=== design 1 ===
Fig. 1: design 1, PDN straps and rails
Scale: 6 px per um. Pins as bars on the die edge. Tap cells in grey.
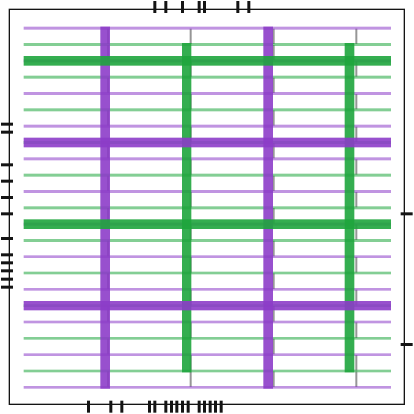

$ cat config.mk
export PLATFORM = sky130hd
export DESIGN_NAME = alu_slice_sequencer_flat
export DESIGN_NICKNAME = d
export VERILOG_FILES = /design/src/rtl/alu_slice_sequencer_if.sv /design/src/rtl/alu_slice_sequencer.sv /design/src/flat_wrapper.sv
export SDC_FILE = /design/constraint.sdc
export NUM_CORES = 1
export LEC_CHECK = 0
export CORE_MARGIN = 2
export CORE_UTILIZATION = 46
export CTS_CLUSTER_DIAMETER = 80
export CTS_CLUSTER_SIZE = 10
export DETAILED_ROUTE_END_ITERATION = 8
export PLACE_DENSITY = 0.78
export RECOVER_POWER = 100
export SLEW_MARGIN = 20
export SYNTH_ARGS = -nofsm -noshare
export SYNTH_HDL_FRONTEND = slang
export SYNTH_SLANG_ARGS = --single-unit
$ cat constraint.sdc
create_clock -name clk -period 1.8 [get_ports clk]
set_input_delay 0.54 -clock clk [delete_from_list [all_inputs] [get_ports clk]]
set_output_delay 0.54 -clock clk [all_outputs]
set_load 0.03 [all_outputs]
$ cat src/rtl/alu_slice_sequencer_if.sv
// alu_slice_sequencer_if: request and response channels between issue logic and the slice sequencer
interface alu_slice_sequencer_if #(parameter int WIDTH = 4);
    logic             req_valid;
    logic             req_ready;
    logic [1:0]       req_op;
    logic [WIDTH-1:0] req_a;
    logic [WIDTH-1:0] req_b;
    logic             req_binv;
    logic             req_cin;
    logic             rsp_valid;
    logic             rsp_ready;
    logic [WIDTH-1:0] rsp_result;
    logic             rsp_cout;
    logic             rsp_zero;
    logic             rsp_error;
    modport master (
        output req_valid, req_op, req_a, req_b, req_binv, req_cin, rsp_ready,
        input  req_ready, rsp_valid, rsp_result, rsp_cout, rsp_zero, rsp_error
    );
    modport slave (
        input  req_valid, req_op, req_a, req_b, req_binv, req_cin, rsp_ready,
        output req_ready, rsp_valid, rsp_result, rsp_cout, rsp_zero, rsp_error
    );
endinterface

$ cat src/rtl/alu_slice_sequencer.sv
// alu_slice_sequencer: runs a 1-bit ALU slice once per bit, LSB first, chaining carry and assembling the result
module alu_slice_sequencer #(
    parameter int WIDTH   = 4,
    parameter int TIMEOUT = 15
) (
    input  logic clk,
    input  logic reset,
    alu_slice_sequencer_if.slave bus,
    output logic slc_reset,
    output logic slc_op1,
    output logic slc_op0,
    output logic slc_a,
    output logic slc_b,
    output logic slc_binv,
    output logic slc_cin,
    input  logic slc_y1,
    input  logic slc_y0,
    input  logic slc_zero,
    input  logic slc_error
);
    localparam int IW = (WIDTH > 1) ? $clog2(WIDTH) : 1;
    typedef enum logic [1:0] {IDLE, ARM, RUN, RESP} state_t;
    state_t           state;
    logic [1:0]       op;
    logic [WIDTH-1:0] a;
    logic [WIDTH-1:0] b;
    logic [WIDTH-1:0] result;
    logic             binv;
    logic             carry;
    logic             err;
    logic             rsp_valid;
    logic             req_ready;
    logic [IW-1:0]    idx;
    logic [7:0]       tmo;
    logic             active;
    logic             done;
    assign active = (state == ARM) || (state == RUN);
    // completion is only meaningful once the slice has left reset
    assign done = (state == RUN) && (slc_y1 || slc_y0 || slc_zero || slc_error);
    // slice held in reset while our reset is low, and pulsed for one cycle per bit
    assign slc_reset = !reset || (state == ARM);
    assign slc_op1   = active && op[1];
    assign slc_op0   = active && op[0];
    assign slc_a     = active && a[idx];
    assign slc_b     = active && b[idx];
    assign slc_binv  = active && binv;
    assign slc_cin   = active && carry;
    assign bus.req_ready  = req_ready;
    assign bus.rsp_valid  = rsp_valid;
    assign bus.rsp_result = result;
    assign bus.rsp_cout   = carry;
    assign bus.rsp_error  = err;
    assign bus.rsp_zero   = rsp_valid && (result == '0) && !err;
    // sequencer FSM: accept, pulse slice reset, wait for completion per bit, then respond
    always_ff @(posedge clk or negedge reset) begin
        if (!reset) begin
            state     <= IDLE;
            op        <= '0;
            a         <= '0;
            b         <= '0;
            binv      <= 1'b0;
            carry     <= 1'b0;
            err       <= 1'b0;
            result    <= '0;
            idx       <= '0;
            tmo       <= '0;
            rsp_valid <= 1'b0;
            req_ready <= 1'b0;
        end else begin
            case (state)
                IDLE: begin
                    if (bus.req_valid && req_ready) begin
                        op        <= bus.req_op;
                        a         <= bus.req_a;
                        b         <= bus.req_b;
                        binv      <= bus.req_binv;
                        carry     <= bus.req_cin;
                        err       <= 1'b0;
                        result    <= '0;
                        idx       <= '0;
                        req_ready <= 1'b0;
                        state     <= ARM;
                    end else begin
                        req_ready <= 1'b1;
                    end
                end
                ARM: begin
                    tmo   <= '0;
                    state <= RUN;
                end
                RUN: begin
                    if (done) begin
                        if (slc_error) begin
                            err   <= 1'b1;
                            state <= RESP;
                        end else begin
                            result[idx] <= slc_y0;
                            carry       <= slc_y1;
                            if (idx == IW'(WIDTH - 1)) begin
                                state <= RESP;
                            end else begin
                                idx   <= idx + 1'b1;
                                state <= ARM;
                            end
                        end
                    end else if (tmo == 8'(TIMEOUT - 1)) begin
                        err   <= 1'b1;
                        state <= RESP;
                    end else begin
                        tmo <= tmo + 1'b1;
                    end
                end
                RESP: begin
                    if (rsp_valid && bus.rsp_ready) begin
                        rsp_valid <= 1'b0;
                        req_ready <= 1'b1;
                        state     <= IDLE;
                    end else begin
                        rsp_valid <= 1'b1;
                    end
                end
                default: state <= IDLE;
            endcase
        end
    end
endmodule

$ cat src/flat_wrapper.sv
// flat-port wrapper written by rule: the top's interface ports become plain ports
module alu_slice_sequencer_flat 
#(
    parameter int WIDTH   = 4,
    parameter int TIMEOUT = 15
)
  (clk, reset, slc_reset, slc_op1, slc_op0, slc_a, slc_b, slc_binv, slc_cin, slc_y1, slc_y0, slc_zero, slc_error, bus_req_valid, bus_req_op, bus_req_a, bus_req_b, bus_req_binv, bus_req_cin, bus_rsp_ready, bus_req_ready, bus_rsp_valid, bus_rsp_result, bus_rsp_cout, bus_rsp_zero, bus_rsp_error);
  alu_slice_sequencer_if #(.WIDTH(WIDTH)) bus_i ();
  input  logic clk;
  input  logic reset;
  output logic slc_reset;
  output logic slc_op1;
  output logic slc_op0;
  output logic slc_a;
  output logic slc_b;
  output logic slc_binv;
  output logic slc_cin;
  input  logic slc_y1;
  input  logic slc_y0;
  input  logic slc_zero;
  input  logic slc_error;
  input wire logic [$bits(bus_i.req_valid)-1:0] bus_req_valid;
  input wire logic [$bits(bus_i.req_op)-1:0] bus_req_op;
  input wire logic [$bits(bus_i.req_a)-1:0] bus_req_a;
  input wire logic [$bits(bus_i.req_b)-1:0] bus_req_b;
  input wire logic [$bits(bus_i.req_binv)-1:0] bus_req_binv;
  input wire logic [$bits(bus_i.req_cin)-1:0] bus_req_cin;
  input wire logic [$bits(bus_i.rsp_ready)-1:0] bus_rsp_ready;
  output wire logic [$bits(bus_i.req_ready)-1:0] bus_req_ready;
  output wire logic [$bits(bus_i.rsp_valid)-1:0] bus_rsp_valid;
  output wire logic [$bits(bus_i.rsp_result)-1:0] bus_rsp_result;
  output wire logic [$bits(bus_i.rsp_cout)-1:0] bus_rsp_cout;
  output wire logic [$bits(bus_i.rsp_zero)-1:0] bus_rsp_zero;
  output wire logic [$bits(bus_i.rsp_error)-1:0] bus_rsp_error;
  assign bus_i.req_valid = bus_req_valid;
  assign bus_i.req_op = bus_req_op;
  assign bus_i.req_a = bus_req_a;
  assign bus_i.req_b = bus_req_b;
  assign bus_i.req_binv = bus_req_binv;
  assign bus_i.req_cin = bus_req_cin;
  assign bus_i.rsp_ready = bus_rsp_ready;
  assign bus_req_ready = bus_i.req_ready;
  assign bus_rsp_valid = bus_i.rsp_valid;
  assign bus_rsp_result = bus_i.rsp_result;
  assign bus_rsp_cout = bus_i.rsp_cout;
  assign bus_rsp_zero = bus_i.rsp_zero;
  assign bus_rsp_error = bus_i.rsp_error;
  alu_slice_sequencer #(.WIDTH(WIDTH), .TIMEOUT(TIMEOUT)) u_core (.clk(clk), .reset(reset), .bus(bus_i), .slc_reset(slc_reset), .slc_op1(slc_op1), .slc_op0(slc_op0), .slc_a(slc_a), .slc_b(slc_b), .slc_binv(slc_binv), .slc_cin(slc_cin), .slc_y1(slc_y1), .slc_y0(slc_y0), .slc_zero(slc_zero), .slc_error(slc_error));
endmodule
=== design 2 ===
[src/rtl/timer_array.sv]
// N_CH-channel countdown timer bank with per-channel sticky, maskable interrupts.
// Optional shared prescaler enabled by defining TIMER_ARRAY_PRESCALE_EN.
module timer_array #(
  parameter int N_CH  = 4,
  parameter int CNT_W = 32
) (
  input  logic            clk,
  input  logic            reset,
  input  logic [31:2]     Addr,
  input  logic            WE,
  input  logic [31:0]     Din,
  output logic [31:0]     Dout,
  output logic            IRQ,
  output logic [N_CH-1:0] IRQ_vec
);

  localparam logic [1:0] S_IDLE = 2'd0;
  localparam logic [1:0] S_LOAD = 2'd1;
  localparam logic [1:0] S_CNT  = 2'd2;
  localparam logic [1:0] S_INT  = 2'd3;

  logic        tick;
  logic [2:0]  ch_sel;
  logic [1:0]  reg_sel;
  logic        presc_sel;
  logic [31:0] presc_rd;
  logic [31:0] rd_word [8];
  logic        unused_addr;

  assign ch_sel      = Addr[6:4];
  assign reg_sel     = Addr[3:2];
  assign presc_sel   = Addr[7] && (Addr[6:2] == 5'd0);
  assign unused_addr = ^Addr[31:8];

`ifdef TIMER_ARRAY_PRESCALE_EN
  logic [15:0] presc_q;
  logic [15:0] pcnt_q;

  assign tick     = (pcnt_q == presc_q);
  assign presc_rd = {16'd0, presc_q};

  always_ff @(posedge clk or posedge reset) begin
    if (reset) begin
      presc_q <= '0;
      pcnt_q  <= '0;
    end else if (WE && presc_sel) begin
      presc_q <= Din[15:0];
      pcnt_q  <= '0;
    end else if (tick) begin
      pcnt_q  <= '0;
    end else begin
      pcnt_q  <= pcnt_q + 16'd1;
    end
  end
`else
  assign tick     = 1'b1;
  assign presc_rd = 32'd0;
`endif

  genvar gi;
  generate
    for (gi = 0; gi < N_CH; gi++) begin : g_ch
      logic [3:0]       ctrl_q, ctrl_d;
      logic [CNT_W-1:0] preset_q;
      logic [CNT_W-1:0] count_q, count_d;
      logic             pend_q, pend_d;
      logic [1:0]       state_q, state_d;
      logic             irq_q;
      logic             sel;

      assign sel = !Addr[7] && (ch_sel == 3'(gi));

      always_comb begin
        ctrl_d  = ctrl_q;
        count_d = count_q;
        pend_d  = pend_q;
        state_d = state_q;
        // Clear is applied first so an INT in the same cycle re-sets pending.
        if (WE && sel && reg_sel == 2'd3 && Din[0]) pend_d = 1'b0;
        case (state_q)
          S_IDLE: if (ctrl_q[0]) state_d = S_LOAD;
          S_LOAD: begin
            count_d = preset_q;
            state_d = S_CNT;
          end
          S_CNT: begin
            if (!ctrl_q[0]) begin
              state_d = S_IDLE;
            end else if (tick) begin
              if (count_q <= CNT_W'(1)) begin
                count_d = '0;
                state_d = S_INT;
              end else begin
                count_d = count_q - CNT_W'(1);
              end
            end
          end
          default: begin
            pend_d = 1'b1;
            if (ctrl_q[2:1] == 2'b01) begin
              state_d = S_LOAD;
            end else begin
              ctrl_d[0] = 1'b0;
              state_d   = S_IDLE;
            end
          end
        endcase
        // A bus write to CTRL overrides the auto-clear of EN.
        if (WE && sel && reg_sel == 2'd0) ctrl_d = Din[3:0];
      end

      always_ff @(posedge clk or posedge reset) begin
        if (reset) begin
          ctrl_q   <= '0;
          preset_q <= '0;
          count_q  <= '0;
          pend_q   <= 1'b0;
          state_q  <= S_IDLE;
          irq_q    <= 1'b0;
        end else begin
          ctrl_q  <= ctrl_d;
          count_q <= count_d;
          pend_q  <= pend_d;
          state_q <= state_d;
          irq_q   <= pend_q & ctrl_q[3];
          if (WE && sel && reg_sel == 2'd1) preset_q <= Din[CNT_W-1:0];
        end
      end

      assign IRQ_vec[gi] = irq_q;
      assign rd_word[gi] = (reg_sel == 2'd0) ? 32'(ctrl_q)   :
                           (reg_sel == 2'd1) ? 32'(preset_q) :
                           (reg_sel == 2'd2) ? 32'(count_q)  : 32'(pend_q);
    end

    for (gi = N_CH; gi < 8; gi++) begin : g_empty
      assign rd_word[gi] = 32'd0;
    end
  endgenerate

  always_comb begin
    Dout = rd_word[ch_sel];
    if (Addr[7]) Dout = presc_sel ? presc_rd : 32'd0;
  end

  assign IRQ = |IRQ_vec;

endmodule

[config.mk]
export PLATFORM = sky130hd
export DESIGN_NAME = timer_array
export DESIGN_NICKNAME = d
export VERILOG_FILES = /design/src/rtl/timer_array.sv
export SDC_FILE = /design/constraint.sdc
export NUM_CORES = 1
export LEC_CHECK = 0
export CORE_UTILIZATION = 63
export DETAILED_ROUTE_END_ITERATION = 8
export PLACE_DENSITY_LB_ADDON = 0.05
export SYNTH_ARGS = -nofsm -noshare
export SYNTH_HDL_FRONTEND = slang
export SYNTH_SLANG_ARGS = --single-unit
[constraint.sdc]
create_clock -name clk -period 22.1 [get_ports clk]
set_input_delay 4.42 -clock clk [delete_from_list [all_inputs] [get_ports clk]]
set_output_delay 4.42 -clock clk [all_outputs]
set_load 0.01 [all_outputs]
=== design 3 ===
### src/rtl/adat_frame_scheduler.sv
// ADAT frame scheduler: paces one 8-channel sample set per frame slot, hands it to the
// generator with a start pulse, and tracks underruns, overruns and completed frames.
module adat_frame_scheduler #(
   parameter int CLK_FREQ    = 100_000_000,
   parameter int SAMPLE_RATE = 48000
) (
   input  logic        clk,
   input  logic        rst_n,
   input  logic        enable,
   input  logic        s_valid,
   output logic        s_ready,
   input  logic [23:0] s_audio [0:7],
   input  logic [3:0]  s_user,
   output logic [23:0] gen_audio [0:7],
   output logic [3:0]  gen_user,
   output logic        gen_start,
   input  logic        gen_frame_done,
   output logic        busy,
   output logic [15:0] underrun_count,
   output logic        overrun,
   output logic [15:0] frames_sent
);

   localparam int FRAME_PERIOD = CLK_FREQ / SAMPLE_RATE;
   localparam int CW = (FRAME_PERIOD > 1) ? $clog2(FRAME_PERIOD) : 1;
   localparam logic [CW-1:0] CNT_MAX = CW'(FRAME_PERIOD - 1);

   typedef enum logic [2:0] {
      IDLE      = 3'd0,
      WAIT_TICK = 3'd1,
      LOAD      = 3'd2,
      START     = 3'd3,
      WAIT_DONE = 3'd4
   } state_t;

   state_t        state_q, state_d;
   logic [CW-1:0] cnt_q, cnt_d;
   logic [15:0]   underrun_q, underrun_d;
   logic [15:0]   frames_q, frames_d;
   logic          overrun_q, overrun_d;
   logic          s_ready_q, gen_start_q, busy_q;
   logic [3:0]    gen_user_q, gen_user_d;
   logic [23:0]   gen_audio_q [0:7];
   logic [23:0]   gen_audio_d [0:7];
   logic          tick;
   logic          in_frame;

   // The slot grid only runs outside IDLE, so a stale count can never fire a tick there.
   assign tick     = (state_q != IDLE) && (cnt_q == CNT_MAX);
   assign in_frame = (state_q == LOAD) || (state_q == START) || (state_q == WAIT_DONE);

   always_comb begin
      state_d    = state_q;
      underrun_d = underrun_q;
      frames_d   = frames_q;
      overrun_d  = overrun_q;
      gen_user_d = gen_user_q;

      case (state_q)
         IDLE: begin
            if (enable) state_d = WAIT_TICK;
         end
         WAIT_TICK: begin
            if (tick) state_d = enable ? LOAD : IDLE;
         end
         LOAD: begin
            state_d    = START;
            gen_user_d = s_valid ? s_user : 4'd0;
            if (!s_valid && (underrun_q != 16'hFFFF)) underrun_d = underrun_q + 16'd1;
         end
         START: begin
            state_d = WAIT_DONE;
         end
         WAIT_DONE: begin
            if (gen_frame_done) begin
               frames_d = frames_q + 16'd1;
               state_d  = enable ? WAIT_TICK : IDLE;
            end
         end
         default: begin
            state_d = IDLE;
         end
      endcase

      // A slot that lands while a frame is still in flight is dropped, never queued.
      if (tick && in_frame) overrun_d = 1'b1;

      if ((state_q == IDLE) || (state_d == IDLE)) cnt_d = '0;
      else if (tick)                              cnt_d = '0;
      else                                        cnt_d = cnt_q + 1'b1;
   end

   always_ff @(posedge clk or negedge rst_n) begin
      if (!rst_n) begin
         state_q     <= IDLE;
         cnt_q       <= '0;
         underrun_q  <= 16'd0;
         frames_q    <= 16'd0;
         overrun_q   <= 1'b0;
         s_ready_q   <= 1'b0;
         gen_start_q <= 1'b0;
         busy_q      <= 1'b0;
         gen_user_q  <= 4'd0;
      end else begin
         state_q     <= state_d;
         cnt_q       <= cnt_d;
         underrun_q  <= underrun_d;
         frames_q    <= frames_d;
         overrun_q   <= overrun_d;
         s_ready_q   <= (state_d == LOAD);
         gen_start_q <= (state_d == START);
         busy_q      <= (state_d != IDLE);
         gen_user_q  <= gen_user_d;
      end
   end

   for (genvar gi = 0; gi < 8; gi++) begin : g_chan
      // Underrun slots send silence rather than repeating the previous frame.
      always_comb begin
         gen_audio_d[gi] = gen_audio_q[gi];
         if (state_q == LOAD) gen_audio_d[gi] = s_valid ? s_audio[gi] : 24'd0;
      end

      always_ff @(posedge clk or negedge rst_n) begin
         if (!rst_n) gen_audio_q[gi] <= 24'd0;
         else        gen_audio_q[gi] <= gen_audio_d[gi];
      end

      assign gen_audio[gi] = gen_audio_q[gi];
   end

   assign s_ready        = s_ready_q;
   assign gen_start      = gen_start_q;
   assign gen_user       = gen_user_q;
   assign busy           = busy_q;
   assign underrun_count = underrun_q;
   assign overrun        = overrun_q;
   assign frames_sent    = frames_q;

endmodule

### config.mk
export PLATFORM = sky130hd
export DESIGN_NAME = adat_frame_scheduler
export DESIGN_NICKNAME = d
export VERILOG_FILES = /design/src/rtl/adat_frame_scheduler.sv
export SDC_FILE = /design/constraint.sdc
export NUM_CORES = 1
export LEC_CHECK = 0
export ABC_AREA = 1
export CAP_MARGIN = 30
export CORE_MARGIN = 3
export CORE_UTILIZATION = 40
export CTS_CLUSTER_DIAMETER = 200
export DETAILED_ROUTE_END_ITERATION = 12
export GPL_TIMING_DRIVEN = 0
export HOLD_SLACK_MARGIN = 0.1
export PLACE_DENSITY_LB_ADDON = 0.2
export SLEW_MARGIN = 30
export SYNTH_ARGS = -nofsm -noshare
export SYNTH_HDL_FRONTEND = slang
export SYNTH_SLANG_ARGS = --single-unit
### constraint.sdc
create_clock -name clk -period 4 [get_ports clk]
set_input_delay 1 -clock clk [delete_from_list [all_inputs] [get_ports clk]]
set_output_delay 1 -clock clk [all_outputs]
set_load 0.01 [all_outputs]

==> notes/layouts.md <==
Pictures saved along the way, in no particular order.

Met3 routing.
Plate I
Scale: 1.5 px per um. Cells faint in the background.
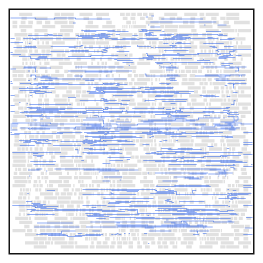
Plate II
Scale: 4 px per um. Cells faint in the background.
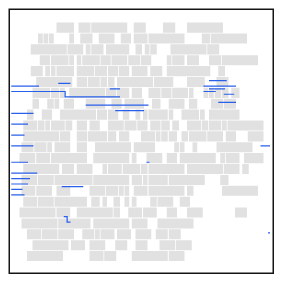
Plate III
Scale: 1.5 px per um. Cells faint in the background.
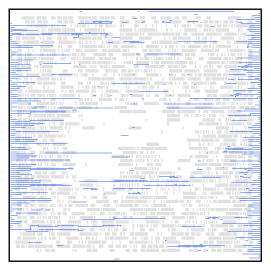
The one with the smallest die is Plate II.
- design 1 = Plate II
- design 3 = Plate III
- design 2 = Plate I

Fig. 2: design 3, clock wiring as the flow saved it
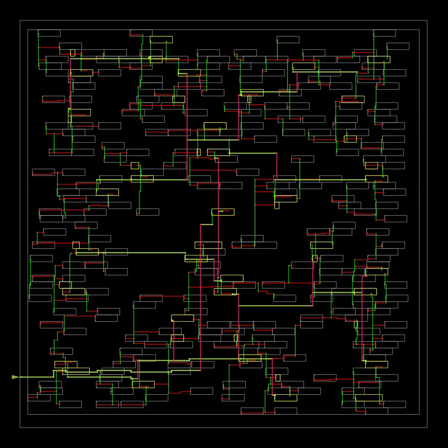
# clock sinks: 247
Worst-Skew Late Latency: 0.53 ns
Power Clock: 2.64 mW

==> results.cfg, design 3 <==
; implementation run metrics
[outcome]
status = completed

[placed_design]
place_inst = 1959
dp_slack_ns = 1.32
port_buffers = 431
placed_area_um2 = 15200

[yosys]
ys_seq_share_pct = 59.6
synth.most_common_cell = nand2_1
ys_cells = 1195
ys_sh_aoi_pct = 10.9
ys.flops = 247

[power_and_ir_drop]
switching_share_pct = 22.0
clock_power_share_pct = 47.1

[clock_network]
post_cts_buffers = 0
cts.htree.levels = 1

[timing]
timing.fmax_mhz = 385
finalCritPeriodShare_pct = 65.0

[finish]
bufAreaShareNonClock_pct = 29.0
sh_comb_area_pct = 23.1

[critical_path]
worst-endpoint-required_ns = 3.00
## design 3: power groups by stage
| stage | combinational [mW] | clock [mW] | sequential, mW |
|---|---|---|---|
| after CTS | 0.437 | 2.70 | 2.54 |
| after global routing | 0.485 | 2.80 | 2.54 |
| final | 0.432 | 2.64 | 2.54 |
| after floorplan | 0.134 | 0 | 2.58 |
| after global placement | 0.418 | 0 | 2.59 |
| after detailed placement | 0.434 | 0 | 2.59 |
## design 3: layer usage
layer	GRT usage, %	part of all wire, %	wire [um]
met4	9.04	3.7	1330
met5	0	0.036	13
met3	7.43	9.2	3360
met2	42.8	48	17400
met1	32.1	39	14400
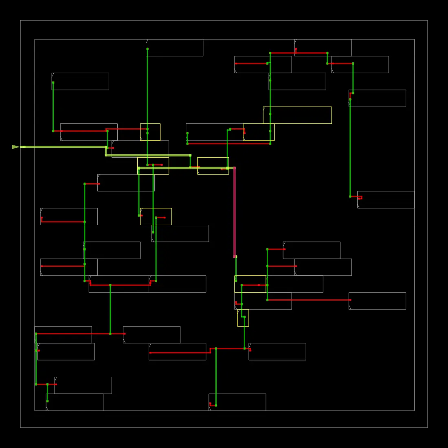
Fig. 3. Clock wiring as the flow saved it (design 1).
Worst Clk Skew: 0.00694 ns
seq_cells: 31
# clock sinks: 31
Worst-Skew Late Latency: 0.28 ns
clock buf count: 5

## Picture notes: Fig. 1
- purple: VSS
- green: VDD
- signal pins: 36
- met5 straps: 4
Core ar.: 3660 um2
Die H: 65.6 um

==> results.cfg, design 1 <==
; implementation run metrics
[outcome]
status = finished, violations left
violations = setup timing

[finish]
fin_nets = 265
sh_comb_area_pct = 39.8
logic_area_um2 = 1030
final_common_cell = dfrtp_1

[timing]
setup_slack_ns = -0.224
min_period_ns = 2.02
finalHoldViolations = 0
slew_viol_final = 0
setup_viol = 16
timing.fmax_mhz = 494

[power_and_ir_drop]
clock_power_share_pct = 15.7
power_density_nw_per_um2 = 1680
power_frac_comb_pct = 58.5
p_seq_mw = 1.12
pg_comb_mw = 2.55

[routing]
post-route-drc-count = 0
num_vias = 1558
wl_met1_um = 1850

[critical_path]
cp_max_fo = 3
critPathBufInv = 1
r2r_end = u_core.tmo[2]

[yosys]
ys_sh_aoi_pct = 14.1
synthArstFlopShare_pct = 100
xor_share_pct = 0.502

[global_routing]
grt_pass1_vias = 1664
[design 1: stage by stage]
step                      hold slack, ns  setup TNS [ns]  std cells  utilization, %
after floorplan                    0.244          -0.110        167               -
after global placement             0.486           -7.30        272            64.1
after detailed placement           0.493           -8.44        272            64.1
after CTS                          0.517           -1.09        283            70.7
after global routing               0.533           -2.86        284            70.9
final                              0.516           -1.34        284            70.9
[design 1: repair_timing]
item | 4_1_cts | 5_1_grt
endpoints found under the setup margin | 33 | 19
pin swaps | 10 | 7
endpoints found under the hold margin | 0 | 0
resized | 65 | 10
hold buffers | 0 | 0
cloned | 0 | 0
setup buffers | 3 | 2
Fig. 4: design 2, met2 routing
Scale: 1.5 px per um.
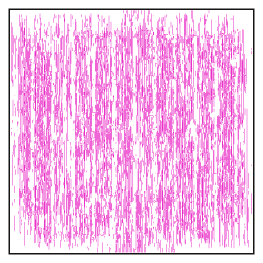
- nets with wire on the layer: 1499
- longest straight run: 109 um
- share of all routed wire: 45%
- wire length on this layer: 24.4 mm

==> results.cfg, design 2 <==
; implementation run metrics
[outcome]
status = completed

[floorplan]
rows = 58

[power_and_ir_drop]
power_density_nw_per_um2 = 126
pg_comb_mw = 0.813
switching_share_pct = 41.1
seq_power_share_pct = 37.4

[finish]
ff_count = 288
logic_area_um2 = 8320
flop_area_um2 = 7210
seq_share_pct = 39.3
clock_tree_area_fraction_pct = 6.87

[critical_path]
critPathBufInv = 4
r2r_setup_slack_ns = 18.44
max_stage_delay_ns = 0.86

[timing]
setup_slack_ns = 8.78

[clock_network]
cts_tree = yes
post_cts_buffers = 0

[yosys]
synthArstFlopShare_pct = 100

[routing]
post_drt_wl_per_cell_um = 27.1
## design 2: synth_stat cells, types with 29 or more instances
cell and n:
dfrtp_1 288, nor4_1 35, o21ai_0 141, clkbuf_1 108
a21oi_1 73, nand3_1 38, inv_1 29, a221oi_1 116
nand2_1 138, nor2_1 94, nor3_1 44, or4_1 46
mux2_2 139
## design 2: sequential cells by signal, indices dropped and copies added (netlist names)
name,cells
g_ch.count_q,128
g_ch.ctrl_q,16
g_ch.irq_q,4
g_ch.pend_q,4
g_ch.preset_q,128
g_ch.state_q,8

=== design 4 ===
Fig. 5: design 4, PDN straps and rails
Scale: 3 px per um. Pins as bars on the die edge. Tap cells in grey.
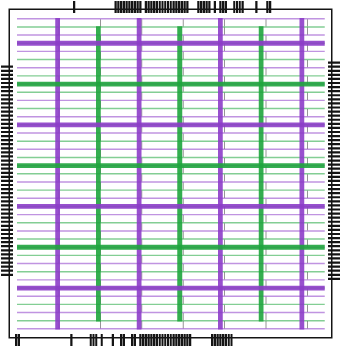

--- config.mk ---
export PLATFORM = sky130hd
export DESIGN_NAME = sv32_page_table_walker_flat
export DESIGN_NICKNAME = d
export VERILOG_FILES = /design/src/rtl/sv32_page_table_walker_pkg.sv /design/src/rtl/sv32_page_table_walker_if.sv /design/src/rtl/sv32_pte_check.sv /design/src/rtl/sv32_page_table_walker.sv /design/src/flat_wrapper.sv
export SDC_FILE = /design/constraint.sdc
export NUM_CORES = 1
export LEC_CHECK = 0
export ABC_AREA = 1
export CORE_AREA = 2 2 105 107
export CTS_CLUSTER_SIZE = 12
export DETAILED_ROUTE_END_ITERATION = 10
export DIE_AREA = 0 0 107 109
export GPL_ROUTABILITY_DRIVEN = 0
export PLACE_DENSITY = 0.8
export SKIP_LAST_GASP = 1
export SYNTH_ARGS = -nofsm -noshare
export SYNTH_HDL_FRONTEND = slang
export SYNTH_SLANG_ARGS = --single-unit
--- constraint.sdc ---
create_clock -name clk -period 1.75 [get_ports clk]
set_input_delay 0.35 -clock clk [delete_from_list [all_inputs] [get_ports clk]]
set_output_delay 0.35 -clock clk [all_outputs]
set_load 0.03 [all_outputs]
--- src/rtl/sv32_page_table_walker_pkg.sv ---
// Sv32 page-table walker shared types.
// States, PTE layout, widths and PTE address helper.
package sv32_page_table_walker_pkg;

  localparam int PA_WD  = 34;
  localparam int PTE_WD = 32;
  localparam int ASID_W = 9;

  typedef enum logic [2:0] {
    IDLE,
    L1_REQ,
    L1_WAIT,
    L0_REQ,
    L0_WAIT,
    DONE,
    ABORT
  } ptw_state_e;

  typedef struct packed {
    logic [11:0] ppn1;
    logic [9:0]  ppn0;
    logic [1:0]  rsw;
    logic        d;
    logic        a;
    logic        g;
    logic        u;
    logic        x;
    logic        w;
    logic        r;
    logic        v;
  } sv32_pte_t;

  // Table base plus 4-byte index; low 12 bits of base are zero.
  function automatic logic [PA_WD-1:0] pte_addr(
    input logic [21:0] ppn,
    input logic [9:0]  idx
  );
    return {ppn, 12'h0} + {22'h0, idx, 2'b00};
  endfunction

endpackage

--- src/rtl/sv32_page_table_walker_if.sv ---
// Sv32 walker bus bundle.
// TLB miss, PTE memory port and TLB refill handshakes.
interface sv32_page_table_walker_if;
  import sv32_page_table_walker_pkg::*;

  logic              miss_valid;
  logic              miss_ready;
  logic [19:0]       miss_vpn;
  logic [ASID_W-1:0] miss_asid;
  logic [21:0]       satp_ppn;
  logic              flush;

  logic              mem_req_valid;
  logic              mem_req_ready;
  logic [PA_WD-1:0]  mem_req_addr;
  logic              mem_rsp_valid;
  logic [PTE_WD-1:0] mem_rsp_data;

  logic              refill_valid;
  logic              refill_ready;
  logic [19:0]       refill_vpn;
  logic [ASID_W-1:0] refill_asid;
  logic [21:0]       refill_ppn;
  logic [7:0]        refill_perm;
  logic              refill_super;
  logic              refill_fault;

  modport slave (
    input  miss_valid, miss_vpn, miss_asid,
    input  satp_ppn, flush,
    output miss_ready,
    output mem_req_valid, mem_req_addr,
    input  mem_req_ready,
    input  mem_rsp_valid, mem_rsp_data,
    output refill_valid, refill_vpn,
    output refill_asid, refill_ppn,
    output refill_perm, refill_super,
    output refill_fault,
    input  refill_ready
  );

  modport master (
    output miss_valid, miss_vpn, miss_asid,
    output satp_ppn, flush,
    input  miss_ready,
    input  mem_req_valid, mem_req_addr,
    output mem_req_ready,
    output mem_rsp_valid, mem_rsp_data,
    input  refill_valid, refill_vpn,
    input  refill_asid, refill_ppn,
    input  refill_perm, refill_super,
    input  refill_fault,
    output refill_ready
  );

endinterface

--- src/rtl/sv32_pte_check.sv ---
// Sv32 PTE classifier.
// Flags leaf PTEs and every page-fault condition per level.
module sv32_pte_check
  import sv32_page_table_walker_pkg::*;
(
  input  sv32_pte_t pte,
  input  logic      level,
  output logic      is_leaf,
  output logic      is_fault
);

  logic bad;
  logic unused_bits;

  assign unused_bits = ^{pte.ppn1, pte.rsw,
                         pte.d, pte.g, pte.u};

  // Level 1 leaf must be 4 MiB aligned; level 0 must be a leaf.
  always_comb begin
    is_leaf  = pte.r | pte.x;
    bad      = ~pte.v
             | (~pte.r & pte.w)
             | (is_leaf & ~pte.a);
    is_fault = bad
             | (level ? (is_leaf & (pte.ppn0 != '0))
                      : ~is_leaf);
  end

endmodule

--- src/rtl/sv32_page_table_walker.sv ---
// Sv32 two-level page-table walker.
// One walk in flight; flush aborts, absorbing any pending read.
module sv32_page_table_walker
  import sv32_page_table_walker_pkg::*;
(
  input logic                      clk,
  input logic                      rst,
  sv32_page_table_walker_if.slave  bus
);

  ptw_state_e        state_q;
  ptw_state_e        state_d;
  logic [19:0]       vpn_q;
  logic [ASID_W-1:0] asid_q;
  logic [PA_WD-1:0]  addr_q;
  logic [21:0]       ppn_q;
  logic [7:0]        perm_q;
  logic              super_q;
  logic              fault_q;

  sv32_pte_t pte;
  logic      lvl1;
  logic      leaf;
  logic      bad;
  logic      accept;
  logic      rsp_l1;
  logic      rsp_l0;
  logic      ptr;
  logic      last;

  assign pte    = sv32_pte_t'(bus.mem_rsp_data);
  assign lvl1   = (state_q == L1_WAIT);
  assign accept = (state_q == IDLE)
                & bus.miss_valid & ~bus.flush;
  assign rsp_l1 = lvl1 & bus.mem_rsp_valid
                & ~bus.flush;
  assign rsp_l0 = (state_q == L0_WAIT)
                & bus.mem_rsp_valid & ~bus.flush;
  assign ptr    = rsp_l1 & ~leaf & ~bad;
  assign last   = (rsp_l1 | rsp_l0) & ~ptr;

  sv32_pte_check u_chk (
    .pte      (pte),
    .level    (lvl1),
    .is_leaf  (leaf),
    .is_fault (bad)
  );

  // State register.
  always_ff @(posedge clk or negedge rst) begin
    if (!rst) state_q <= IDLE;
    else      state_q <= state_d;
  end

  // Next-state logic.
  always_comb begin
    state_d = state_q;
    unique case (state_q)
      IDLE:
        if (accept) state_d = L1_REQ;
      L1_REQ:
        unique case (1'b1)
          bus.flush:         state_d = IDLE;
          bus.mem_req_ready: state_d = L1_WAIT;
          default:           state_d = L1_REQ;
        endcase
      L0_REQ:
        unique case (1'b1)
          bus.flush:         state_d = IDLE;
          bus.mem_req_ready: state_d = L0_WAIT;
          default:           state_d = L0_REQ;
        endcase
      L1_WAIT, L0_WAIT:
        unique case (1'b1)
          bus.flush & bus.mem_rsp_valid: state_d = IDLE;
          bus.flush:                     state_d = ABORT;
          ptr:                           state_d = L0_REQ;
          last:                          state_d = DONE;
          default:                       state_d = state_q;
        endcase
      DONE:
        if (bus.flush | bus.refill_ready)
          state_d = IDLE;
      ABORT:
        if (bus.mem_rsp_valid) state_d = IDLE;
      default: state_d = IDLE;
    endcase
  end

  // Walk context, PTE address and leaf result registers.
  always_ff @(posedge clk or negedge rst) begin
    if (!rst) begin
      vpn_q   <= '0;
      asid_q  <= '0;
      addr_q  <= '0;
      ppn_q   <= '0;
      perm_q  <= '0;
      super_q <= 1'b0;
      fault_q <= 1'b0;
    end else begin
      if (accept) begin
        vpn_q  <= bus.miss_vpn;
        asid_q <= bus.miss_asid;
        addr_q <= pte_addr(bus.satp_ppn,
                           bus.miss_vpn[19:10]);
      end
      if (ptr)
        addr_q <= pte_addr({pte.ppn1, pte.ppn0},
                           vpn_q[9:0]);
      if (last) begin
        ppn_q   <= {pte.ppn1, pte.ppn0};
        perm_q  <= bus.mem_rsp_data[7:0];
        super_q <= lvl1;
        fault_q <= bad;
      end
    end
  end

  // Handshake outputs decoded from state.
  always_comb begin
    bus.miss_ready    = (state_q == IDLE) & ~bus.flush;
    bus.mem_req_valid = (state_q == L1_REQ)
                      | (state_q == L0_REQ);
    bus.refill_valid  = (state_q == DONE);
  end

  assign bus.mem_req_addr = addr_q;
  assign bus.refill_vpn   = vpn_q;
  assign bus.refill_asid  = asid_q;
  assign bus.refill_ppn   = ppn_q;
  assign bus.refill_perm  = perm_q;
  assign bus.refill_super = super_q;
  assign bus.refill_fault = fault_q;

  a_rsp_in_wait: assert property (
    @(posedge clk) disable iff (!rst)
    bus.mem_rsp_valid |->
      (state_q inside {L1_WAIT, L0_WAIT, ABORT})
  ) else $error("mem_rsp_valid with no read pending");

endmodule

--- src/flat_wrapper.sv ---
// flat-port wrapper written by rule: the top's interface ports become plain ports
module sv32_page_table_walker_flat import sv32_page_table_walker_pkg::*;
  (clk, rst, bus_miss_valid, bus_miss_vpn, bus_miss_asid, bus_satp_ppn, bus_flush, bus_miss_ready, bus_mem_req_valid, bus_mem_req_addr, bus_mem_req_ready, bus_mem_rsp_valid, bus_mem_rsp_data, bus_refill_valid, bus_refill_vpn, bus_refill_asid, bus_refill_ppn, bus_refill_perm, bus_refill_super, bus_refill_fault, bus_refill_ready);
  sv32_page_table_walker_if bus_i ();
  input logic clk;
  input logic rst;
  input wire logic [$bits(bus_i.miss_valid)-1:0] bus_miss_valid;
  input wire logic [$bits(bus_i.miss_vpn)-1:0] bus_miss_vpn;
  input wire logic [$bits(bus_i.miss_asid)-1:0] bus_miss_asid;
  input wire logic [$bits(bus_i.satp_ppn)-1:0] bus_satp_ppn;
  input wire logic [$bits(bus_i.flush)-1:0] bus_flush;
  output wire logic [$bits(bus_i.miss_ready)-1:0] bus_miss_ready;
  output wire logic [$bits(bus_i.mem_req_valid)-1:0] bus_mem_req_valid;
  output wire logic [$bits(bus_i.mem_req_addr)-1:0] bus_mem_req_addr;
  input wire logic [$bits(bus_i.mem_req_ready)-1:0] bus_mem_req_ready;
  input wire logic [$bits(bus_i.mem_rsp_valid)-1:0] bus_mem_rsp_valid;
  input wire logic [$bits(bus_i.mem_rsp_data)-1:0] bus_mem_rsp_data;
  output wire logic [$bits(bus_i.refill_valid)-1:0] bus_refill_valid;
  output wire logic [$bits(bus_i.refill_vpn)-1:0] bus_refill_vpn;
  output wire logic [$bits(bus_i.refill_asid)-1:0] bus_refill_asid;
  output wire logic [$bits(bus_i.refill_ppn)-1:0] bus_refill_ppn;
  output wire logic [$bits(bus_i.refill_perm)-1:0] bus_refill_perm;
  output wire logic [$bits(bus_i.refill_super)-1:0] bus_refill_super;
  output wire logic [$bits(bus_i.refill_fault)-1:0] bus_refill_fault;
  input wire logic [$bits(bus_i.refill_ready)-1:0] bus_refill_ready;
  assign bus_i.miss_valid = bus_miss_valid;
  assign bus_i.miss_vpn = bus_miss_vpn;
  assign bus_i.miss_asid = bus_miss_asid;
  assign bus_i.satp_ppn = bus_satp_ppn;
  assign bus_i.flush = bus_flush;
  assign bus_miss_ready = bus_i.miss_ready;
  assign bus_mem_req_valid = bus_i.mem_req_valid;
  assign bus_mem_req_addr = bus_i.mem_req_addr;
  assign bus_i.mem_req_ready = bus_mem_req_ready;
  assign bus_i.mem_rsp_valid = bus_mem_rsp_valid;
  assign bus_i.mem_rsp_data = bus_mem_rsp_data;
  assign bus_refill_valid = bus_i.refill_valid;
  assign bus_refill_vpn = bus_i.refill_vpn;
  assign bus_refill_asid = bus_i.refill_asid;
  assign bus_refill_ppn = bus_i.refill_ppn;
  assign bus_refill_perm = bus_i.refill_perm;
  assign bus_refill_super = bus_i.refill_super;
  assign bus_refill_fault = bus_i.refill_fault;
  assign bus_i.refill_ready = bus_refill_ready;
  sv32_page_table_walker u_core (.clk(clk), .rst(rst), .bus(bus_i));
endmodule
=== design 5 ===
==> src/rtl/pipe_skid_48bit.sv <==
// Two-entry skid buffer for the receiving end of a 48-bit datapath stage.
// REGI=0 collapses the block to a combinational wire-through.
module pipe_skid_48bit #(
    parameter int REGI = 1
) (
    input  logic        clk,
    input  logic        reset,
    input  logic        flush,
    input  logic [47:0] in_data,
    input  logic        in_valid,
    output logic        in_ready,
    output logic [47:0] out_data,
    output logic        out_valid,
    input  logic        out_ready,
    output logic [1:0]  level
);

    // Handshake: a word moves on a rising edge where valid && ready; a source
    // holding valid keeps its data stable until that edge. level exposes state.
    typedef enum logic [1:0] {
        EMPTY = 2'd0,
        ONE   = 2'd1,
        FULL  = 2'd2
    } state_t;

    generate
        if (REGI != 0) begin : g_reg
            state_t      state_q, state_d;
            logic [47:0] main_q, main_d;
            logic [47:0] skid_q, skid_d;
            logic        in_xfer, out_xfer;

            // in_ready looks only at registered state and reset/flush, never out_ready.
            assign in_ready  = (state_q != FULL) && !reset && !flush;
            assign out_valid = (state_q != EMPTY);
            assign out_data  = main_q;
            assign level     = state_q;
            assign in_xfer   = in_valid && in_ready;
            assign out_xfer  = out_valid && out_ready;

            always_comb begin
                state_d = state_q;
                main_d  = main_q;
                skid_d  = skid_q;
                case (state_q)
                    EMPTY: begin
                        if (in_xfer) begin
                            main_d  = in_data;
                            state_d = ONE;
                        end
                    end
                    ONE: begin
                        if (in_xfer && out_xfer) begin
                            main_d = in_data;
                        end else if (in_xfer) begin
                            skid_d  = in_data;
                            state_d = FULL;
                        end else if (out_xfer) begin
                            state_d = EMPTY;
                        end
                    end
                    FULL: begin
                        if (out_xfer) begin
                            main_d  = skid_q;
                            state_d = ONE;
                        end
                    end
                    default: state_d = EMPTY;
                endcase
            end

            always_ff @(posedge clk) begin
                if (reset || flush) begin
                    state_q <= EMPTY;
                    main_q  <= '0;
                    skid_q  <= '0;
                end else begin
                    state_q <= state_d;
                    main_q  <= main_d;
                    skid_q  <= skid_d;
                end
            end
        end else begin : g_bypass
            logic unused_ctrl;
            assign unused_ctrl = ^{clk, reset, flush};
            assign out_data    = in_data;
            assign out_valid   = in_valid;
            assign in_ready    = out_ready;
            assign level       = 2'd0;
        end
    endgenerate

endmodule

==> config.mk <==
export PLATFORM = sky130hd
export DESIGN_NAME = pipe_skid_48bit
export DESIGN_NICKNAME = d
export VERILOG_FILES = /design/src/rtl/pipe_skid_48bit.sv
export SDC_FILE = /design/constraint.sdc
export NUM_CORES = 1
export LEC_CHECK = 0
export ABC_AREA = 1
export CAP_MARGIN = 20
export CORE_AREA = 4 4 96 98
export CTS_CLUSTER_SIZE = 20
export DETAILED_ROUTE_END_ITERATION = 10
export DIE_AREA = 0 0 100 102
export PLACE_DENSITY = 0.9
export SYNTH_ARGS = -nofsm -noshare
export SYNTH_HDL_FRONTEND = slang
export SYNTH_SLANG_ARGS = --single-unit
==> constraint.sdc <==
create_clock -name clk -period 1.9 [get_ports clk]
set_input_delay 0.38 -clock clk [delete_from_list [all_inputs] [get_ports clk]]
set_output_delay 0.38 -clock clk [all_outputs]
set_load 0.01 [all_outputs]
Fig. 6: design 5, PDN straps and rails
Scale: 4 px per um. Pins as bars on the die edge. Tap cells in grey.
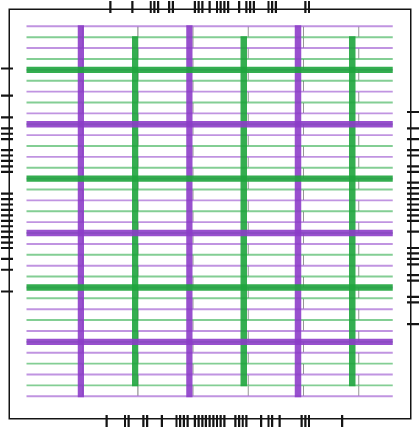
- green: VDD
- purple: VSS
- signal pins: 105
- met1 rails: 35
- rows: 34
- met5 straps: 6
- tap cells: 108

==> results.cfg, design 5 <==
; implementation run metrics
[timing]
slew_viol_final = 0
finalHoldViolations = 0
rsz0062_at_grt = no

[yosys]
ys_seq_share_pct = 45.3
top_cells_by_area = dfxtp_1 45%, nand2_1 30%, nor2_1 8.7%
fp_nets = 741
syn_inst = 688
ys_sh_aoi_pct = 6.02
mux_area_share_pct = 0

[routing]
dr_wl_met2_um = 4940
top_layer = met4
routed_wl_um = 9890
vias_per_cell = 4.77

[power_and_ir_drop]
power_frac_comb_pct = 11.8
max-vdd-ir-drop_uv = 377
power_leader = sequential cells
switching_share_pct = 24.5

[global_routing]
grt_max_degree = 98
use_met1_pct = 23.8
overflow = 0
grt_first_pass_wirelength_um = 16900

[finish]
bufAreaShareNonClock_pct = 21.2
sh_comb_area_pct = 34.8
final_common_cell = nand2_1
nClkBuffers = 11
drive_gt1_share_pct = 4.24
antennaDiodeCount = 0
ff_count = 98
largest_class = flip-flops and latches

[outcome]
status = completed

[floorplan]
num_io_pins = 105
core_um2 = 8470
die_y_um = 102

[critical_path]
max_stage_delay_ns = 0.44
r2r_setup_slack_ns = 0.21
critPathKind = input port to output pin
cp_slowest_cell = clkdlybuf4s50_1
crit_family = buffers and inverters
reg2reg_depth = 9
worst-endpoint-required_ns = 1.52

[clock_network]
cts_resized = 2
cts.clk_slew.worst_paths_ns = 0.09
cts.htree.levels = 3

[placed_design]
dp_slack_ns = -0.194
## design 5: synthesized netlist by cell type
| library cell | instances |
|---|---|
| buf_4 | 10 |
| inv_1 | 52 |
| inv_2 | 2 |
| o21ai_0 | 47 |
| nand2_2 | 2 |
| a211oi_1 | 2 |
| buf_6 | 1 |
| clkbuf_1 | 16 |
| nand2_1 | 341 |
| nor2_4 | 2 |
| buf_2 | 13 |
| o21ai_1 | 2 |
| dfxtp_1 | 98 |
| nor2_1 | 100 |
## design 5: state kept, by name (all words and copies together), names as in the netlist
register      cells
out_data         48
g_reg.skid_q     48
level             2
Fig. 7: design 4, clock wiring as the flow saved it
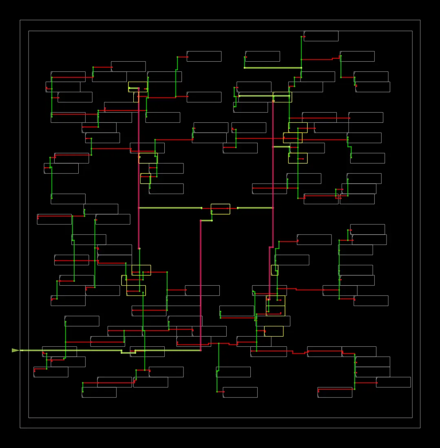
CTS Buf Count: 9
seq_cells: 96

Notes on Fig. 5 above:
- green: VDD
- purple: VSS
- rows: 38
- met4 straps: 7
- tap cells: 140

==> results.cfg, design 4 <==
; implementation run metrics
[routing]
dr_wl_met2_um = 6970
drtAntennaViolNets = 0
drtIter0Drc = 308

[floorplan]
die_w_um = 107
die_y_um = 109
die-area_um2 = 11700
core_um2 = 10600

[power_and_ir_drop]
clock_power_share_pct = 12.2
power.leakage_nw = 3.74
power_frac_comb_pct = 53.9

[clock_network]
post_cts_buffers = 5
cts_resized = 77

[yosys]
synthFlopType = dfrtp_1
top_cells_by_area = dfrtp_1 55%, nand2_1 17%, nand3_1 10%
synthArstFlopShare_pct = 100
edf_count = 0

[placed_design]
place_inst = 843

[finish]
flop_area_um2 = 2400
post-route-util_pct = 64.1
nClkBuffers = 14
final_area_um2 = 6790

[global_routing]
grt_first_pass_wirelength_um = 20900
grt_use_total_pct = 22.7
use_met3_pct = 5.02

[timing]
finalSetupTns_ns = 0
timing.fmax_mhz = 580

[critical_path]
max_stage_delay_ns = 0.45
r2r_setup_slack_ns = 0.10
crit_start = bus_mem_rsp_data[1]
reg2reg_depth = 8
crit_end = u_core.bus.refill_perm[2]
cp_slowest_cell = clkdlybuf4s50_1

[outcome]
status = completed

[run]
cap_violations = 0
==> design 4: power by group through the flow <==
| stage | registers (mW) | logic, mW | clock network [mW] |
|---|---|---|---|
| floorplan | 5.79 | 1.56 | 0 |
| detailed placement | 3.87 | 6.45 | 0 |
| global route | 3.92 | 6.49 | 1.50 |
| global placement | 3.85 | 6.29 | 0 |
| finish | 3.80 | 6.06 | 1.38 |
| CTS | 3.80 | 6.02 | 1.41 |
==> design 4: kinds of logic after synthesis <==
kind of cell / synth area share, %
buffers and inverters: 7.25
flip-flops: 55.3
other: 0.0863
AND/OR/NAND/NOR: 35.1
AND-OR/OR-AND: 2.27

==> gallery <==
Met3 routing.
panel A
Scale: 3 px per um. Cells faint in the background.
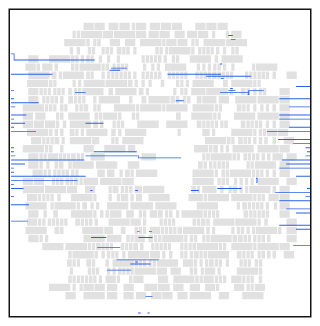
panel B
Scale: 2 px per um. Cells faint in the background.
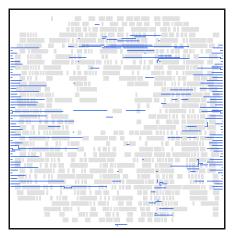
| picture | from |
|---|---|
| panel A | design 5 |
| panel B | design 4 |



==> notes/layouts.md <==
Pictures saved along the way, in no particular order.

Routed metal, one colour a layer.
image #1
Scale: 3 px per um.
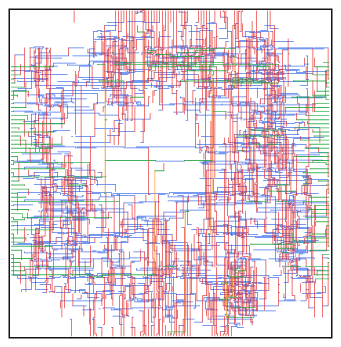
image #2
Scale: 6 px per um.
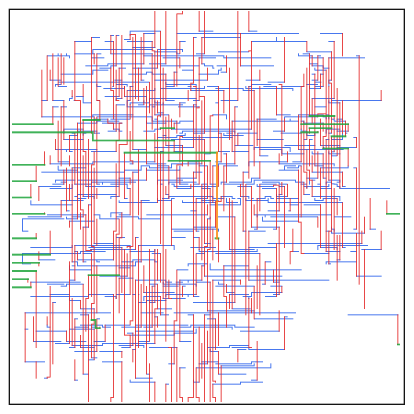
image #3
Scale: 4 px per um.
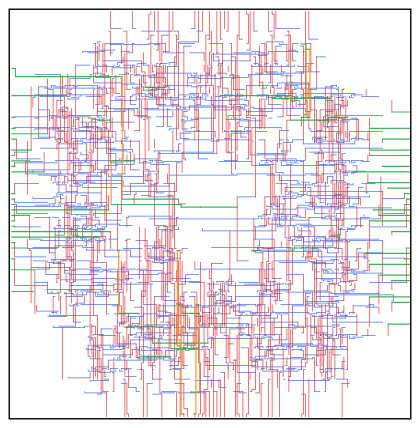
image #4
Scale: 2 px per um.
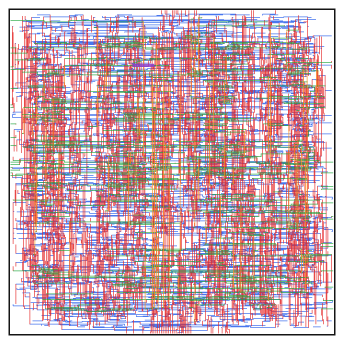
image #5
Scale: 2 px per um.
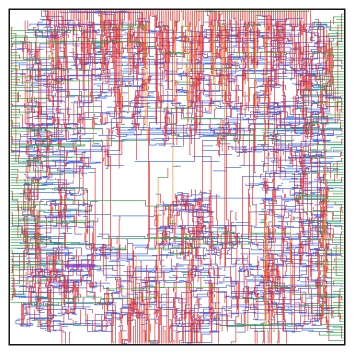
The one with the most wire is image #4.
| picture | from |
|---|---|
| image #4 | design 2 |
| image #5 | design 3 |
| image #1 | design 4 |
| image #3 | design 5 |
| image #2 | design 1 |

No activity file was given, so power comes from the tool's default toggle rates.
